=== sprite_pos_controller ===
sprite_pos_controller, floorplan with the power grid:
The bar under the picture is 20 um long. Pins as bars on the die edge.
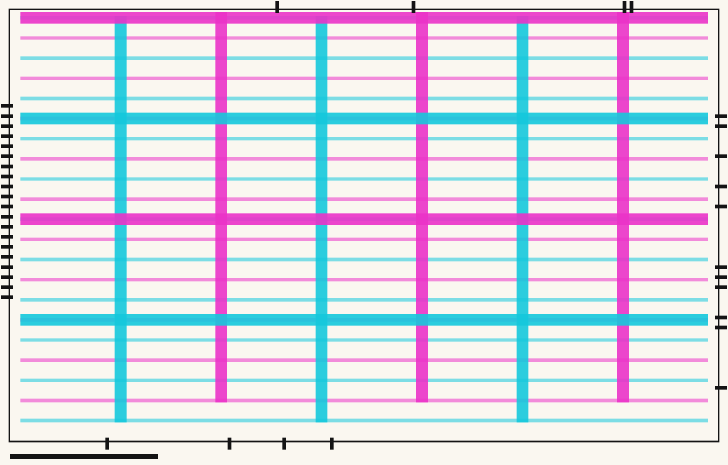
sprite_pos_controller, the metal 3 layer:
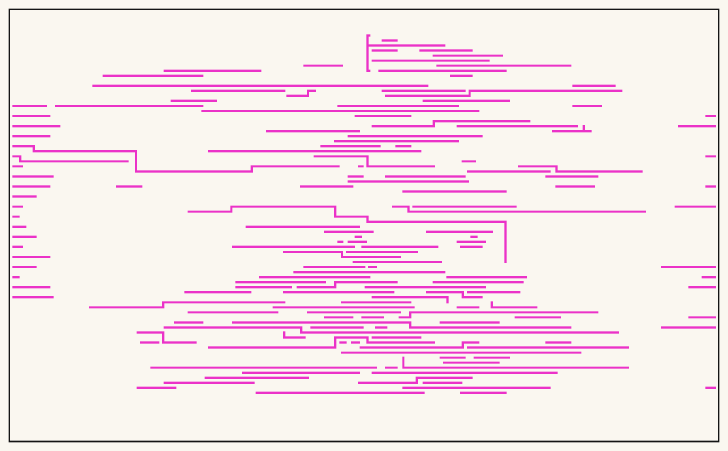
sprite_pos_controller, M2 wires:
The bar under the picture is 20 um long.
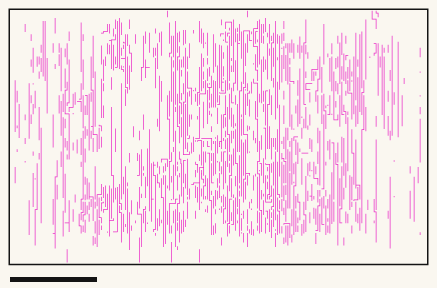
`config.mk`:
```
export PLATFORM = sky130hd
export DESIGN_NAME = sprite_pos_controller
export DESIGN_NICKNAME = d
export VERILOG_FILES = /design/src/rtl/sprite_pos_controller.sv
export SDC_FILE = /design/constraint.sdc
export NUM_CORES = 1
export LEC_CHECK = 0
export CAP_MARGIN = 30
export CORE_ASPECT_RATIO = 0.6
export CORE_UTILIZATION = 57
export CTS_CLUSTER_DIAMETER = 100
export CTS_CLUSTER_SIZE = 30
export DETAILED_ROUTE_END_ITERATION = 8
export PLACE_DENSITY = 0.82
export SETUP_SLACK_MARGIN = 0.2
export SYNTH_ARGS = -nofsm -noshare
export SYNTH_HDL_FRONTEND = slang
export SYNTH_SLANG_ARGS = --single-unit
```
`constraint.sdc`:
```
create_clock -name CLK -period 4.1 [get_ports CLK]
set_clock_uncertainty 0.2 [all_clocks]
set_input_delay 0.615 -clock CLK [delete_from_list [all_inputs] [get_ports CLK]]
set_output_delay 0.615 -clock CLK [all_outputs]
set_load 0.01 [all_outputs]
```
`src/rtl/sprite_pos_controller.sv`:
```
// PS/2 arrow-key decoder driving frame-synchronous sprite motion with clamped limits.
// Define SPRITE_WRAP_EN to wrap around the visible area instead of clamping.
module sprite_pos_controller #(
  parameter int STEP   = 4,
  parameter int X_MAX  = 1390,
  parameter int Y_MAX  = 850,
  parameter int X_INIT = 400,
  parameter int Y_INIT = 400
) (
  input  logic        CLK,
  input  logic        RST,
  input  logic        Frame_Start,
  input  logic        Scan_Valid,
  input  logic [7:0]  Scan_Code,
  output logic [10:0] Pos_X,
  output logic [10:0] Pos_Y,
  output logic        Pos_Update,
  output logic [3:0]  Key_State
);

  typedef enum logic [1:0] {S_IDLE, S_EXT, S_BRK, S_EXT_BRK} state_t;

  state_t      state, state_nxt;
  logic [3:0]  key_nxt;
  logic [3:0]  arrow;
  logic [10:0] x_nxt, y_nxt;

  // One axis step in 12 bits: bit 11 flags underflow before clamp/wrap.
  function automatic logic [10:0] axis_next(input logic [10:0] pos, input logic dec,
                                            input logic inc, input logic [11:0] lim);
    logic [11:0] lo, hi;
    lo = {1'b0, pos} - 12'(STEP);
    hi = {1'b0, pos} + 12'(STEP);
    axis_next = pos;
    if (dec && !inc) begin
      if (lo[11])
`ifdef SPRITE_WRAP_EN
        axis_next = 11'(lo + lim + 12'd1);
`else
        axis_next = '0;
`endif
      else
        axis_next = lo[10:0];
    end else if (inc && !dec) begin
      if (hi > lim)
`ifdef SPRITE_WRAP_EN
        axis_next = 11'(hi - lim - 12'd1);
`else
        axis_next = lim[10:0];
`endif
      else
        axis_next = hi[10:0];
    end
  endfunction

  always_comb begin
    arrow = '0;
    case (Scan_Code)
      8'h75:   arrow = 4'b0001;
      8'h72:   arrow = 4'b0010;
      8'h6B:   arrow = 4'b0100;
      8'h74:   arrow = 4'b1000;
      default: arrow = '0;
    endcase
  end

  always_comb begin
    state_nxt = state;
    key_nxt   = Key_State;
    if (Scan_Valid) begin
      case (state)
        S_IDLE: begin
          if (Scan_Code == 8'hE0)      state_nxt = S_EXT;
          else if (Scan_Code == 8'hF0) state_nxt = S_BRK;
        end
        S_EXT: begin
          if (Scan_Code == 8'hF0) begin
            state_nxt = S_EXT_BRK;
          end else begin
            state_nxt = S_IDLE;
            key_nxt   = Key_State | arrow;
          end
        end
        S_BRK: state_nxt = S_IDLE;
        S_EXT_BRK: begin
          state_nxt = S_IDLE;
          key_nxt   = Key_State & ~arrow;
        end
        default: state_nxt = S_IDLE;
      endcase
    end
  end

  always_comb begin
    x_nxt = axis_next(Pos_X, Key_State[2], Key_State[3], 12'(X_MAX));
    y_nxt = axis_next(Pos_Y, Key_State[0], Key_State[1], 12'(Y_MAX));
  end

  always_ff @(posedge CLK or posedge RST) begin
    if (RST) begin
      state      <= S_IDLE;
      Key_State  <= '0;
      Pos_X      <= 11'(X_INIT);
      Pos_Y      <= 11'(Y_INIT);
      Pos_Update <= 1'b0;
    end else begin
      state     <= state_nxt;
      Key_State <= key_nxt;
      if (Frame_Start) begin
        Pos_X      <= x_nxt;
        Pos_Y      <= y_nxt;
        Pos_Update <= (x_nxt != Pos_X) || (y_nxt != Pos_Y);
      end else begin
        Pos_Update <= 1'b0;
      end
    end
  end

endmodule

```
==> impl_metrics.yaml <==
# physical design summary
status:
  outcome: "complete, no violations"
layout:
  clk_share_pct: 2.35
  layout.nonclk_buf_share_pct: 13.8
  drive_gt1_share_pct: 9.93
  nNonClkBuffers: 49
  design.seq.count: 29
  n_antenna_cell: 0
  postLayoutCoreUtil_pct: 69.4
clocking:
  postCtsResizedCells: 0
  clk_latency_ps: 290
  cts_tree: "done"
  cts_sinks: 29
  cts_root_buffer: "clkbuf_8"
  clockBufferDepth: 2
  cts_made_buffers: 5
worst_setup_path:
  cp.required_ps: 4070
  r2r_setup_slack_ps: 360
  arrival_ps: 3700
  crit_slowest_cell: "or4b_1"
  endpoint_kind: "flip-flop"
  r2r_cells: 10
pwr:
  p_comb_share_pct: 44.9
  vdd_drop_max_uv: 226
  net-switching-power_mw: 0.578
  swShare_pct: 43.2
  intPower_mw: 0.760
  p_clk_mw: 0.230
  power_frac_seq_pct: 37.9
placement:
  port_buffers: 38
  gp_congestion: 0.999
  dp_slack_ps: 440
  place_hpwl_um: 7040
  place_area_sq_um: 3420
floorplanning:
  rows: 20
  io_pins: 39
  fp.dieW_um: 95.6
  chipArea_sq_um: 5570
final_timing:
  max_freq_mhz: 268
  setup_slack_ps: 363
  finalHoldViolCount: 0
  worstMarginPinSlew_ps: 899
  slew_headroom_pct: 39.9
  setup_violations: 0
  hold_ws_ps: 304
synthesis:
  most_common_cell: "nand2_1"
  ys_seq_share_pct: 24.4
  ys_cells: 411
  syn_nets: 429
  ys_chip_area_sq_um: 3000
  top_cells_by_count: "nand2_1, nor2_1, clkbuf_1, o21ai_0, a21oi_1"
  synth_flops: 29
detailed_routing:
  ant_nets: 0
  num_vias: 3459
  drc: 0
  first_pass_iters: 6
  wl_um: 9640
  routedWlPerCell_um: 19.3
  first_iter_violations: 563
flow_run:
  warning_count: 30
worst_hold_path:
  holdPathStages: 1
grt:
  grt_usage_pct: 35.9
Notes on 'floorplan with the power grid' of sprite_pos_controller above:
- magenta: VDD
- cyan: VSS
- met5 straps: 4
- rows: 20
- met1 rails: 21

Notes on 'the metal 3 layer' of sprite_pos_controller above:
- share of all routed wire: 18%
- main direction: horizontal
- longest straight run: 45.1 um
- nets with wire on the layer: 117

Notes on 'M2 wires' of sprite_pos_controller above:
- share of all routed wire: 39%
- main direction: vertical
- longest straight run: 26.5 um
- nets with wire on the layer: 370
- wire length on this layer: 3760 um

-- worst max-delay path: cells and delay by family, from the launching register on --
kind	cells	cell delay, ps
simple gates	4	1310
compound gates	4	1180
flops	1	490
fa+ha+maj	1	280
buf+inv	1	150
-- metal layers --
layer,track usage (%),up-vias,wire length (um)
met5,0,-,0
met4,4.90,0,74
met3,13.1,16,1710
met2,48.7,303,3760
met1,54.6,1578,4100
li1,-,1562,-
-- cells by family after synthesis --
group	synth area share (%)
xor gates and xnor gates	2.34
AOI/OAI and AO/OA	31.7
and+or+nand+nor	30.5
adders and majority gates	2.50
DFF	24.4
muxes	1.08
buffers and inverters	7.43

=== qif_neuron_array ===
qif_neuron_array, M2 wires:
The bar under the picture is 20 um long.
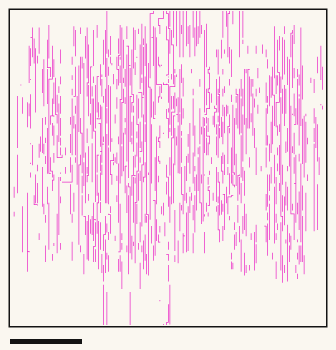
qif_neuron_array, the metal 3 layer:
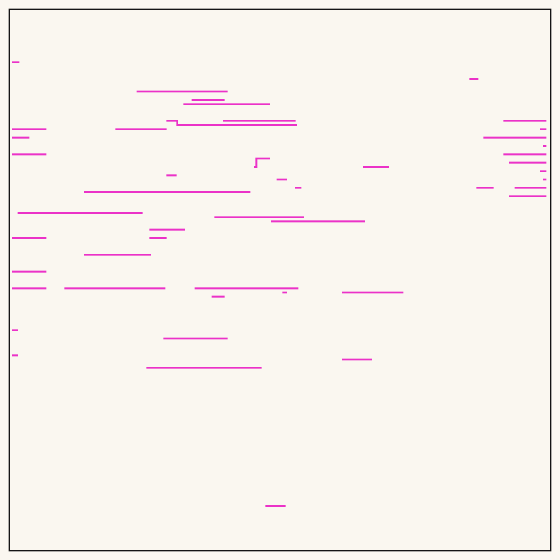
qif_neuron_array, floorplan with the power grid:
The bar under the picture is 20 um long. Pins as bars on the die edge.
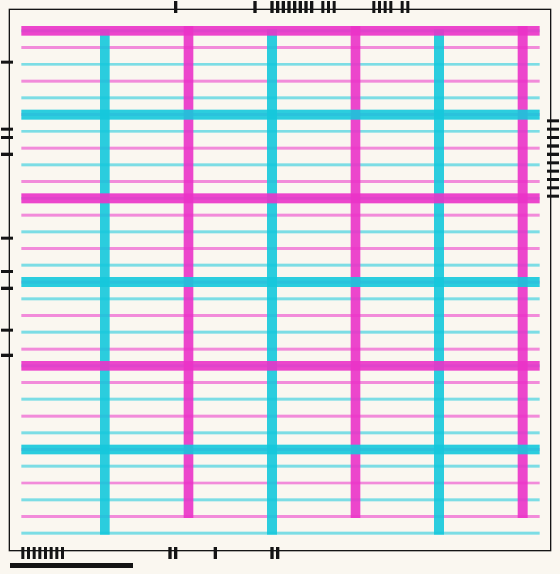
===== src/rtl/qif_pkg.sv =====
`default_nettype none
// ============================================================================
// Module   : qif_pkg
// Purpose  : Shared types, default constants and helpers for the QIF array.
// Revision : 1.0 - initial release
// ============================================================================
package qif_pkg;

    typedef enum logic [1:0] {
        IDLE = 2'd0,
        RUN  = 2'd1,
        DONE = 2'd2
    } state_t;

    localparam int c_DEF_W      = 8;
    localparam int c_DEF_NCH    = 4;
    localparam int c_DEF_VRESET = -20;
    localparam int c_DEF_VPEAK  = 50;
    localparam int c_DEF_VSH    = 3;
    localparam int c_DEF_BSH    = 2;
    localparam int c_DEF_REFR   = 2;

    function automatic int clog2(input int n);
        int r;
        r = 0;
        while ((1 << r) < n) begin
            r = r + 1;
        end
        return r;
    endfunction

    // Clamp a wide signed value into the signed range of a w-bit word.
    function automatic longint sat_w(input longint x, input int w);
        longint hi;
        longint lo;
        hi = (64'sd1 <<< (w - 1)) - 64'sd1;
        lo = -(64'sd1 <<< (w - 1));
        if (x > hi) begin
            return hi;
        end
        if (x < lo) begin
            return lo;
        end
        return x;
    endfunction

endpackage
`default_nettype wire


===== src/rtl/qif_update_core.sv =====
`default_nettype none
// ============================================================================
// Module   : qif_update_core
// Purpose  : Combinational single-channel QIF update (square, input, saturate,
//            threshold); refractory handling when QIF_REFRACTORY_EN is defined.
// Revision : 1.0 - initial release
// ============================================================================
module qif_update_core
    import qif_pkg::*;
#(
    parameter int W      = c_DEF_W,
    parameter int VRESET = c_DEF_VRESET,
    parameter int VPEAK  = c_DEF_VPEAK,
    parameter int VSH    = c_DEF_VSH,
`ifdef QIF_REFRACTORY_EN
    parameter int REFR   = c_DEF_REFR,
    parameter int CW     = 2,
`endif
    parameter int BSH    = c_DEF_BSH
) (
    input  logic signed [W-1:0]  v_i,
    input  logic signed [W-1:0]  b_i,
`ifdef QIF_REFRACTORY_EN
    input  logic        [CW-1:0] cnt_i,
    output logic        [CW-1:0] cnt_new_o,
`endif
    output logic signed [W-1:0]  v_new_o,
    output logic                 spike_o
);

    localparam int c_IW = 2 * W + 2;
    localparam logic signed [W-1:0]    c_VRST = W'(VRESET);
    localparam logic signed [c_IW-1:0] c_PEAK = c_IW'(VPEAK);

    logic signed [c_IW-1:0] w_v_ext;
    logic signed [c_IW-1:0] w_b_ext;
    logic signed [c_IW-1:0] w_vs;
    logic signed [c_IW-1:0] w_sq;
    logic signed [c_IW-1:0] w_bs;
    logic signed [c_IW-1:0] w_sum;
    logic signed [W-1:0]    w_vnext;
    logic signed [c_IW-1:0] w_vnext_ext;
    logic                   w_fire;

    assign w_v_ext     = {{(c_IW - W){v_i[W-1]}}, v_i};
    assign w_b_ext     = {{(c_IW - W){b_i[W-1]}}, b_i};
    assign w_vs        = w_v_ext >>> VSH;
    assign w_sq        = w_vs * w_vs;
    assign w_bs        = w_b_ext >>> BSH;
    assign w_sum       = w_v_ext + w_sq + w_bs;
    assign w_vnext     = W'(sat_w(longint'(w_sum), W));
    assign w_vnext_ext = {{(c_IW - W){w_vnext[W-1]}}, w_vnext};
    // Threshold is applied to the saturated potential.
    assign w_fire      = (w_vnext_ext >= c_PEAK);

`ifdef QIF_REFRACTORY_EN
    always_comb begin
        v_new_o   = w_vnext;
        spike_o   = 1'b0;
        cnt_new_o = cnt_i;
        if (cnt_i != '0) begin
            v_new_o   = c_VRST;
            cnt_new_o = cnt_i - CW'(1);
        end else if (w_fire) begin
            v_new_o   = c_VRST;
            spike_o   = 1'b1;
            cnt_new_o = CW'(REFR);
        end
    end
`else
    always_comb begin
        v_new_o = w_vnext;
        spike_o = 1'b0;
        if (w_fire) begin
            v_new_o = c_VRST;
            spike_o = 1'b1;
        end
    end
`endif

endmodule
`default_nettype wire


===== src/rtl/qif_neuron_array.sv =====
`default_nettype none
// ============================================================================
// Module   : qif_neuron_array
// Purpose  : Time-multiplexed array of NCH QIF neurons sharing one update core.
//            Optional refractory period enabled by defining QIF_REFRACTORY_EN.
// Revision : 1.0 - initial release
// ============================================================================
module qif_neuron_array
    import qif_pkg::*;
#(
    parameter int W      = c_DEF_W,
    parameter int NCH    = c_DEF_NCH,
    parameter int VRESET = c_DEF_VRESET,
    parameter int VPEAK  = c_DEF_VPEAK,
    parameter int VSH    = c_DEF_VSH,
    parameter int BSH    = c_DEF_BSH,
    parameter int REFR   = c_DEF_REFR,
    localparam int AW    = (clog2(NCH) > 0) ? clog2(NCH) : 1
) (
    input  logic                 clk,
    input  logic                 rst_n,
    input  logic                 step_i,
    input  logic [NCH*W-1:0]     b_i,
    output logic                 busy_o,
    output logic                 done_o,
    output logic [NCH-1:0]       spike_o,
    input  logic [AW-1:0]        rd_addr_i,
    output logic signed [W-1:0]  v_rd_o
);

    localparam logic signed [W-1:0] c_VRST = W'(VRESET);
    localparam logic [AW-1:0]       c_LAST = AW'(NCH - 1);

    state_t              r_state;
    state_t              w_state_nxt;
    logic [AW-1:0]       r_idx;
    logic signed [W-1:0] r_v [NCH];
    logic [NCH-1:0]      r_acc;
    logic [NCH-1:0]      w_acc_nxt;
    logic [NCH-1:0]      r_spike;
    logic                w_last;
    logic signed [W-1:0] w_v_cur;
    logic signed [W-1:0] w_b_cur;
    logic signed [W-1:0] w_v_new;
    logic                w_spike;

    assign w_last  = (r_idx == c_LAST);
    assign w_v_cur = r_v[r_idx];
    assign w_b_cur = b_i[r_idx*W +: W];

`ifdef QIF_REFRACTORY_EN
    localparam int CW = (clog2(REFR + 1) > 0) ? clog2(REFR + 1) : 1;

    logic [CW-1:0] r_cnt [NCH];
    logic [CW-1:0] w_cnt_new;

    qif_update_core #(
        .W      (W),
        .VRESET (VRESET),
        .VPEAK  (VPEAK),
        .VSH    (VSH),
        .REFR   (REFR),
        .CW     (CW),
        .BSH    (BSH)
    ) u_core (
        .v_i       (w_v_cur),
        .b_i       (w_b_cur),
        .cnt_i     (r_cnt[r_idx]),
        .cnt_new_o (w_cnt_new),
        .v_new_o   (w_v_new),
        .spike_o   (w_spike)
    );

    always_ff @(posedge clk or negedge rst_n) begin
        if (!rst_n) begin
            for (int k = 0; k < NCH; k++) begin
                r_cnt[k] <= '0;
            end
        end else if (r_state == RUN) begin
            r_cnt[r_idx] <= w_cnt_new;
        end
    end
`else
    qif_update_core #(
        .W      (W),
        .VRESET (VRESET),
        .VPEAK  (VPEAK),
        .VSH    (VSH),
        .BSH    (BSH)
    ) u_core (
        .v_i     (w_v_cur),
        .b_i     (w_b_cur),
        .v_new_o (w_v_new),
        .spike_o (w_spike)
    );
`endif

    always_ff @(posedge clk or negedge rst_n) begin
        if (!rst_n) begin
            r_state <= IDLE;
        end else begin
            r_state <= w_state_nxt;
        end
    end

    always_comb begin
        w_state_nxt = r_state;
        case (r_state)
            IDLE:    if (step_i) w_state_nxt = RUN;
            RUN:     if (w_last) w_state_nxt = DONE;
            DONE:    w_state_nxt = IDLE;
            default: w_state_nxt = IDLE;
        endcase
    end

    always_comb begin
        w_acc_nxt        = r_acc;
        w_acc_nxt[r_idx] = w_spike;
    end

    always_ff @(posedge clk or negedge rst_n) begin
        if (!rst_n) begin
            r_idx <= '0;
        end else if (r_state == RUN && !w_last) begin
            r_idx <= r_idx + AW'(1);
        end else begin
            r_idx <= '0;
        end
    end

    // spike_o is loaded together with the final channel so it is already
    // valid in the cycle that done_o is high.
    always_ff @(posedge clk or negedge rst_n) begin
        if (!rst_n) begin
            r_acc   <= '0;
            r_spike <= '0;
            for (int k = 0; k < NCH; k++) begin
                r_v[k] <= c_VRST;
            end
        end else if (r_state == RUN) begin
            r_v[r_idx] <= w_v_new;
            r_acc      <= w_acc_nxt;
            if (w_last) begin
                r_spike <= w_acc_nxt;
            end
        end
    end

    assign busy_o  = (r_state == RUN);
    assign done_o  = (r_state == DONE);
    assign spike_o = r_spike;

    generate
        if ((2 ** AW) > NCH) begin : g_rd_guard
            assign v_rd_o = (rd_addr_i < AW'(NCH)) ? r_v[rd_addr_i] : '0;
        end else begin : g_rd_full
            assign v_rd_o = r_v[rd_addr_i];
        end
    endgenerate

endmodule
`default_nettype wire


===== config.mk =====
export PLATFORM = sky130hd
export DESIGN_NAME = qif_neuron_array
export DESIGN_NICKNAME = d
export VERILOG_FILES = /design/src/rtl/qif_pkg.sv /design/src/rtl/qif_update_core.sv /design/src/rtl/qif_neuron_array.sv
export SDC_FILE = /design/constraint.sdc
export NUM_CORES = 1
export LEC_CHECK = 0
export CAP_MARGIN = 20
export CORE_MARGIN = 1.5
export CORE_UTILIZATION = 55
export CTS_CLUSTER_SIZE = 10
export DETAILED_ROUTE_END_ITERATION = 12
export PLACE_DENSITY = 0.85
export SETUP_SLACK_MARGIN = 0.5
export SLEW_MARGIN = 20
export SYNTH_ARGS = -nofsm -noshare
export SYNTH_HDL_FRONTEND = slang
export SYNTH_SLANG_ARGS = --single-unit

===== constraint.sdc =====
create_clock -name clk -period 8.5 [get_ports clk]
set_input_delay 2.55 -clock clk [delete_from_list [all_inputs] [get_ports clk]]
set_output_delay 2.55 -clock clk [all_outputs]
set_load 0.02 [all_outputs]

==> impl_metrics.yaml <==
# physical design summary
layout:
  design.seq.count: 43
  lay_top_cells: "inv_1, nand2_1, clkdlybuf4s50_1"
  layout.cells.most_common: "inv_1"
  postLayoutCoreUtil_pct: 66.2
  num-clock-buffers: 8
  n_fill_cell: 539
  fin_nets: 527
  inverters: 60
  clk_share_pct: 2.20
  n_antenna_cell: 0
  comb_share_pct: 56.6
  layout.nonclk_buf_share_pct: 9.46
worst_setup_path:
  r2r_setup_slack_ps: 2220
  critPathKind: "primary input to flip-flop"
  crit_chain: "clkdlybuf4s50_1, mux4_2, inv_1, fa_1, fa_1, inv_1, fa_1, inv_1, fa_1, inv_1, ha_1, o211ai_1, o21a_1, a31oi_1, or4b_4, a211oi_2, a21oi_4, o31ai_1"
  crit_buf_inv: 5
  arrival_ps: 7960
  r2r_start: "r_idx[0]"
  endpoint_kind: "flip-flop"
  cp_max_fo: 12
final_timing:
  finalHoldViolCount: 0
  fin_crit_sh_pct: 91.4
  max_freq_mhz: 129
  setup_slack_ps: 735
  slew_headroom_pct: 36.4
  rsz0062_at_grt: "no"
  finalCriticalPeriod_ps: 7760
  worstMarginPinSlew_ps: 954
  tns_ps: 0
worst_hold_path:
  hp-class: "flip-flop to flip-flop"
  holdPathStages: 1
clocking:
  cts_max_level: 2
  postCtsResizedCells: 0
  clockBufferDepth: 2
detailed_routing:
  first_iter_violations: 85
  dr.max_layer_used: "met4"
  first_pass_iters: 4
  drc: 0
  routed-wl-met3_um: 336
  routedWlPerCell_um: 16.2
  ant_nets: 0
  wl_um: 8540
grt:
  grt_usage_pct: 23.7
  grt_overflow: 0
  gr-usage-met1_pct: 30.0
  grt_pass1_wl_um: 14100
  gr-usage-met2_pct: 42.9
  use_met3_pct: 2.36
  grt_pass1_vias: 3124
status:
  outcome: "complete, no violations"
synthesis:
  syn_inst: 394
  syn_area_sq_um: 3950
  top_cells_by_count: "inv_1, nand2_1, o21ai_0, ha_1, fa_1"
  ys_warn_count: 0
  ys_cells: 394
  synth_flops: 43
  postSynthAreaPerCell_sq_um: 10.0
  ys_chip_area_sq_um: 3950
  ys_seq_share_pct: 27.9
floorplanning:
  tap_cells: 96
  chipArea_sq_um: 7690
placement:
  gp_congestion: 0.822
  place_hpwl_um: 6490
  dp_slack_ps: 315
Notes on 'M2 wires' of qif_neuron_array above:
- wire length on this layer: 4570 um
- longest straight run: 47.4 um

Notes on 'the metal 3 layer' of qif_neuron_array above:
- share of all routed wire: 3.9%
- main direction: horizontal
- nets with wire on the layer: 35

Notes on 'floorplan with the power grid' of qif_neuron_array above:
- cyan: VSS
- magenta: VDD
- met4 straps: 6
- signal pins: 51
- rows: 30
- met5 straps: 6

-- how the worst max path moves through the flow --
stage | from | endpoint | slack [ps]
after floorplan | b_i[31] | r_v[20] | 1180
after global placement | b_i[31] | r_v[0] | 420
after detailed placement | b_i[23] | r_v[0] | 310
after CTS | b_i[23] | r_v[0] | 600
after global routing | b_i[31] | r_v[5] | 510
final | b_i[31] | r_v[4] | 740

=== fifo_pixel_packer ===
fifo_pixel_packer, wiring by layer:
The bar under the picture is 20 um long. Two of the layers only.
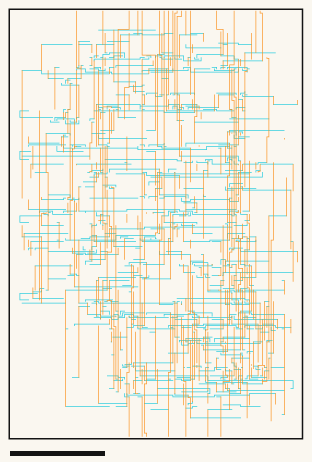
[config.mk]
export PLATFORM = sky130hd
export DESIGN_NAME = fifo_pixel_packer
export DESIGN_NICKNAME = d
export VERILOG_FILES = /design/src/rtl/fifo_pixel_packer.sv
export SDC_FILE = /design/constraint.sdc
export NUM_CORES = 1
export LEC_CHECK = 0
export ABC_AREA = 1
export CORE_ASPECT_RATIO = 1.5
export CORE_MARGIN = 2
export CORE_UTILIZATION = 45
export CTS_CLUSTER_DIAMETER = 100
export DETAILED_ROUTE_END_ITERATION = 12
export DONT_BUFFER_PORTS = 1
export PLACE_DENSITY = 0.58
export SETUP_SLACK_MARGIN = 0.2
export SYNTH_ARGS = -nofsm -noshare
export SYNTH_HDL_FRONTEND = slang
export SYNTH_SLANG_ARGS = --single-unit
[constraint.sdc]
create_clock -name clkext_i -period 3.08 [get_ports clkext_i]
set_input_delay 0.616 -clock clkext_i [delete_from_list [all_inputs] [get_ports clkext_i]]
set_output_delay 0.616 -clock clkext_i [all_outputs]
set_load 0.01 [all_outputs]
[src/rtl/fifo_pixel_packer.sv]
// Drains bytes from the pixel FIFO, packs Pack of them per word (first byte in lane 0) and
// hands each word to the NPU input stage over valid/ready, flagging the last word of an image.
module fifo_pixel_packer #(
  parameter int unsigned DataWidth = 8,
  parameter int unsigned Pack      = 4,
  parameter int unsigned ImgPixels = 784,
  localparam int unsigned NumWords = ImgPixels / Pack,
  localparam int unsigned IdxW     = (NumWords > 1) ? $clog2(NumWords) : 1
) (
  input  logic                      clkext_i,
  input  logic                      rst_ni,
  input  logic                      clr_i,
  input  logic                      fifo_empty_i,
  output logic                      fifo_rd_en_o,
  input  logic [DataWidth-1:0]      fifo_data_i,
  output logic [Pack*DataWidth-1:0] out_data_o,
  output logic                      out_valid_o,
  input  logic                      out_ready_i,
  output logic                      out_last_o,
  output logic [IdxW-1:0]           word_idx_o
);

  localparam int unsigned CntW = $clog2(Pack + 1);
  localparam logic [CntW-1:0] PackCnt  = CntW'(Pack);
  localparam logic [CntW:0]   PackWide = (CntW + 1)'(Pack);
  localparam logic [IdxW-1:0] LastIdx  = IdxW'(NumWords - 1);

  typedef enum logic [0:0] {StFill, StEmit} state_e;

  state_e                    state_q, state_d;
  logic [CntW-1:0]           cnt_q, cnt_d;
  logic                      pend_q, pend_d;
  logic [Pack*DataWidth-1:0] lanes_q, lanes_d;
  logic [IdxW-1:0]           idx_q, idx_d;
  logic [CntW:0]             fill_level;
  logic                      rd_en;

  // Lanes already captured plus the one in flight must leave room for another read.
  assign fill_level = {1'b0, cnt_q} + {{CntW{1'b0}}, pend_q};
  assign rd_en = rst_ni & ~clr_i & (state_q == StFill) & ~fifo_empty_i & (fill_level < PackWide);

  always_comb begin
    state_d = state_q;
    cnt_d   = cnt_q;
    pend_d  = pend_q;
    lanes_d = lanes_q;
    idx_d   = idx_q;
    if (clr_i) begin
      state_d = StFill;
      cnt_d   = '0;
      pend_d  = 1'b0;
      lanes_d = '0;
      idx_d   = '0;
    end else begin
      unique case (state_q)
        StFill: begin
          pend_d = rd_en;
          if (pend_q) begin
            for (int k = 0; k < Pack; k++) begin
              if (cnt_q == CntW'(k)) lanes_d[k*DataWidth +: DataWidth] = fifo_data_i;
            end
            cnt_d = cnt_q + 1'b1;
            if (cnt_d == PackCnt) state_d = StEmit;
          end
        end
        StEmit: begin
          if (out_ready_i) begin
            state_d = StFill;
            cnt_d   = '0;
            lanes_d = '0;
            idx_d   = (idx_q == LastIdx) ? '0 : idx_q + 1'b1;
          end
        end
        default: state_d = StFill;
      endcase
    end
  end

  always_ff @(posedge clkext_i or negedge rst_ni) begin
    if (!rst_ni) begin
      state_q <= StFill;
      cnt_q   <= '0;
      pend_q  <= 1'b0;
      lanes_q <= '0;
      idx_q   <= '0;
    end else begin
      state_q <= state_d;
      cnt_q   <= cnt_d;
      pend_q  <= pend_d;
      lanes_q <= lanes_d;
      idx_q   <= idx_d;
    end
  end

  assign fifo_rd_en_o = rd_en;
  assign out_valid_o  = (state_q == StEmit);
  assign out_data_o   = lanes_q;
  assign out_last_o   = out_valid_o & (idx_q == LastIdx);
  assign word_idx_o   = idx_q;

endmodule

==> impl_metrics.yaml <==
# physical design summary
synthesis:
  syn_inst: 272
  xor_area_share_pct: 1.18
  ys_warn_count: 0
  flop_cell: "dfrtp_1"
detailed_routing:
  first_pass_iters: 4
  ant_nets: 0
final_timing:
  setup_violations: 0
grt:
  grt_pass1_wl_um: 8530
layout:
  fin_nets: 298
  area_growth_pct: 8.33
  fin_cells: 343
pwr:
  p_clk_share_pct: 34.2
  power_frac_seq_pct: 55.7
  leakage_nw: 1.26
  p_clk_mw: 0.434
  p_seq_mw: 0.707
clocking:
  cts_setup_buffers: 0
floorplanning:
  io_pins: 56
  die_h_um: 90.1
  rows: 31
placement:
  place_hpwl_um: 3710
  dp_slack_ps: 1270
status:
  outcome: "complete, no violations"
worst_setup_path:
  rr_endpoint: "out_data_o[13]"
worst_hold_path:
  hp-class: "primary input to async pin"
About 'wiring by layer' of fifo_pixel_packer:
- orange: met2 (wire length 2600 um)
- cyan: met1 (wire length 2060 um)

[area by class of cell]
class,count,area share (%)
Multi-Input combinational cell,204,41.3
Timing Repair Buffer,2,1.25
Inverter,19,2.96
Clock inverter,2,1.45
Tap cell,66,3.43
Sequential cell,45,46.8
Clock buffer,5,2.86
[kinds of logic (layout without fill, tap and decap cells)]
kind of cell	count (synthesis)	after routing
simple gates	180	180
flops	45	45
buf+inv	23	28
compound gates	13	13
fa+ha+maj	8	8
xor+xnor	3	3
[repair_timing]
action,in CTS,in global routing
endpoints found under the hold margin,39,0
endpoints found under the setup margin,0,0
hold buffers,2,0


==> screenshots <==
Clock wiring as the flow saved it.
image #1
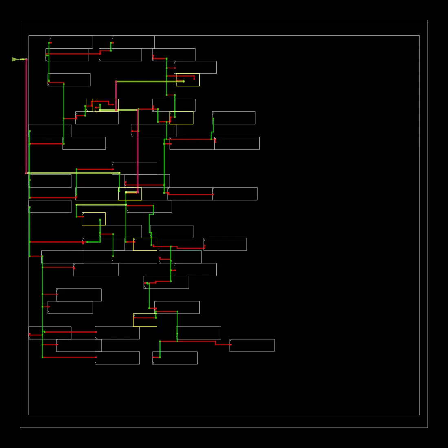
image #2
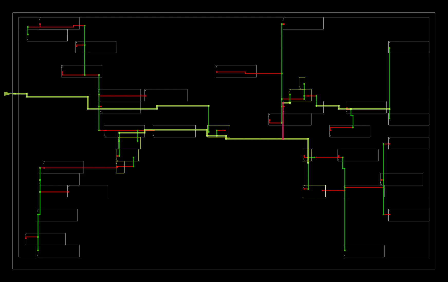
image #3
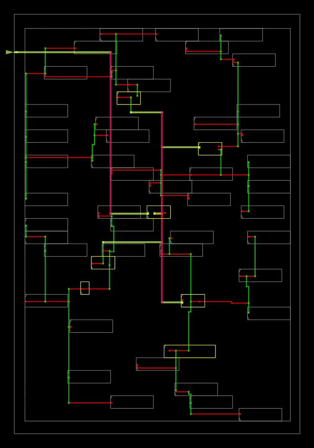
The one with the fewest sequential cells is image #2.
image #3: fifo_pixel_packer
image #1: qif_neuron_array
image #2: sprite_pos_controller

Power and IR drop assume default switching activity.
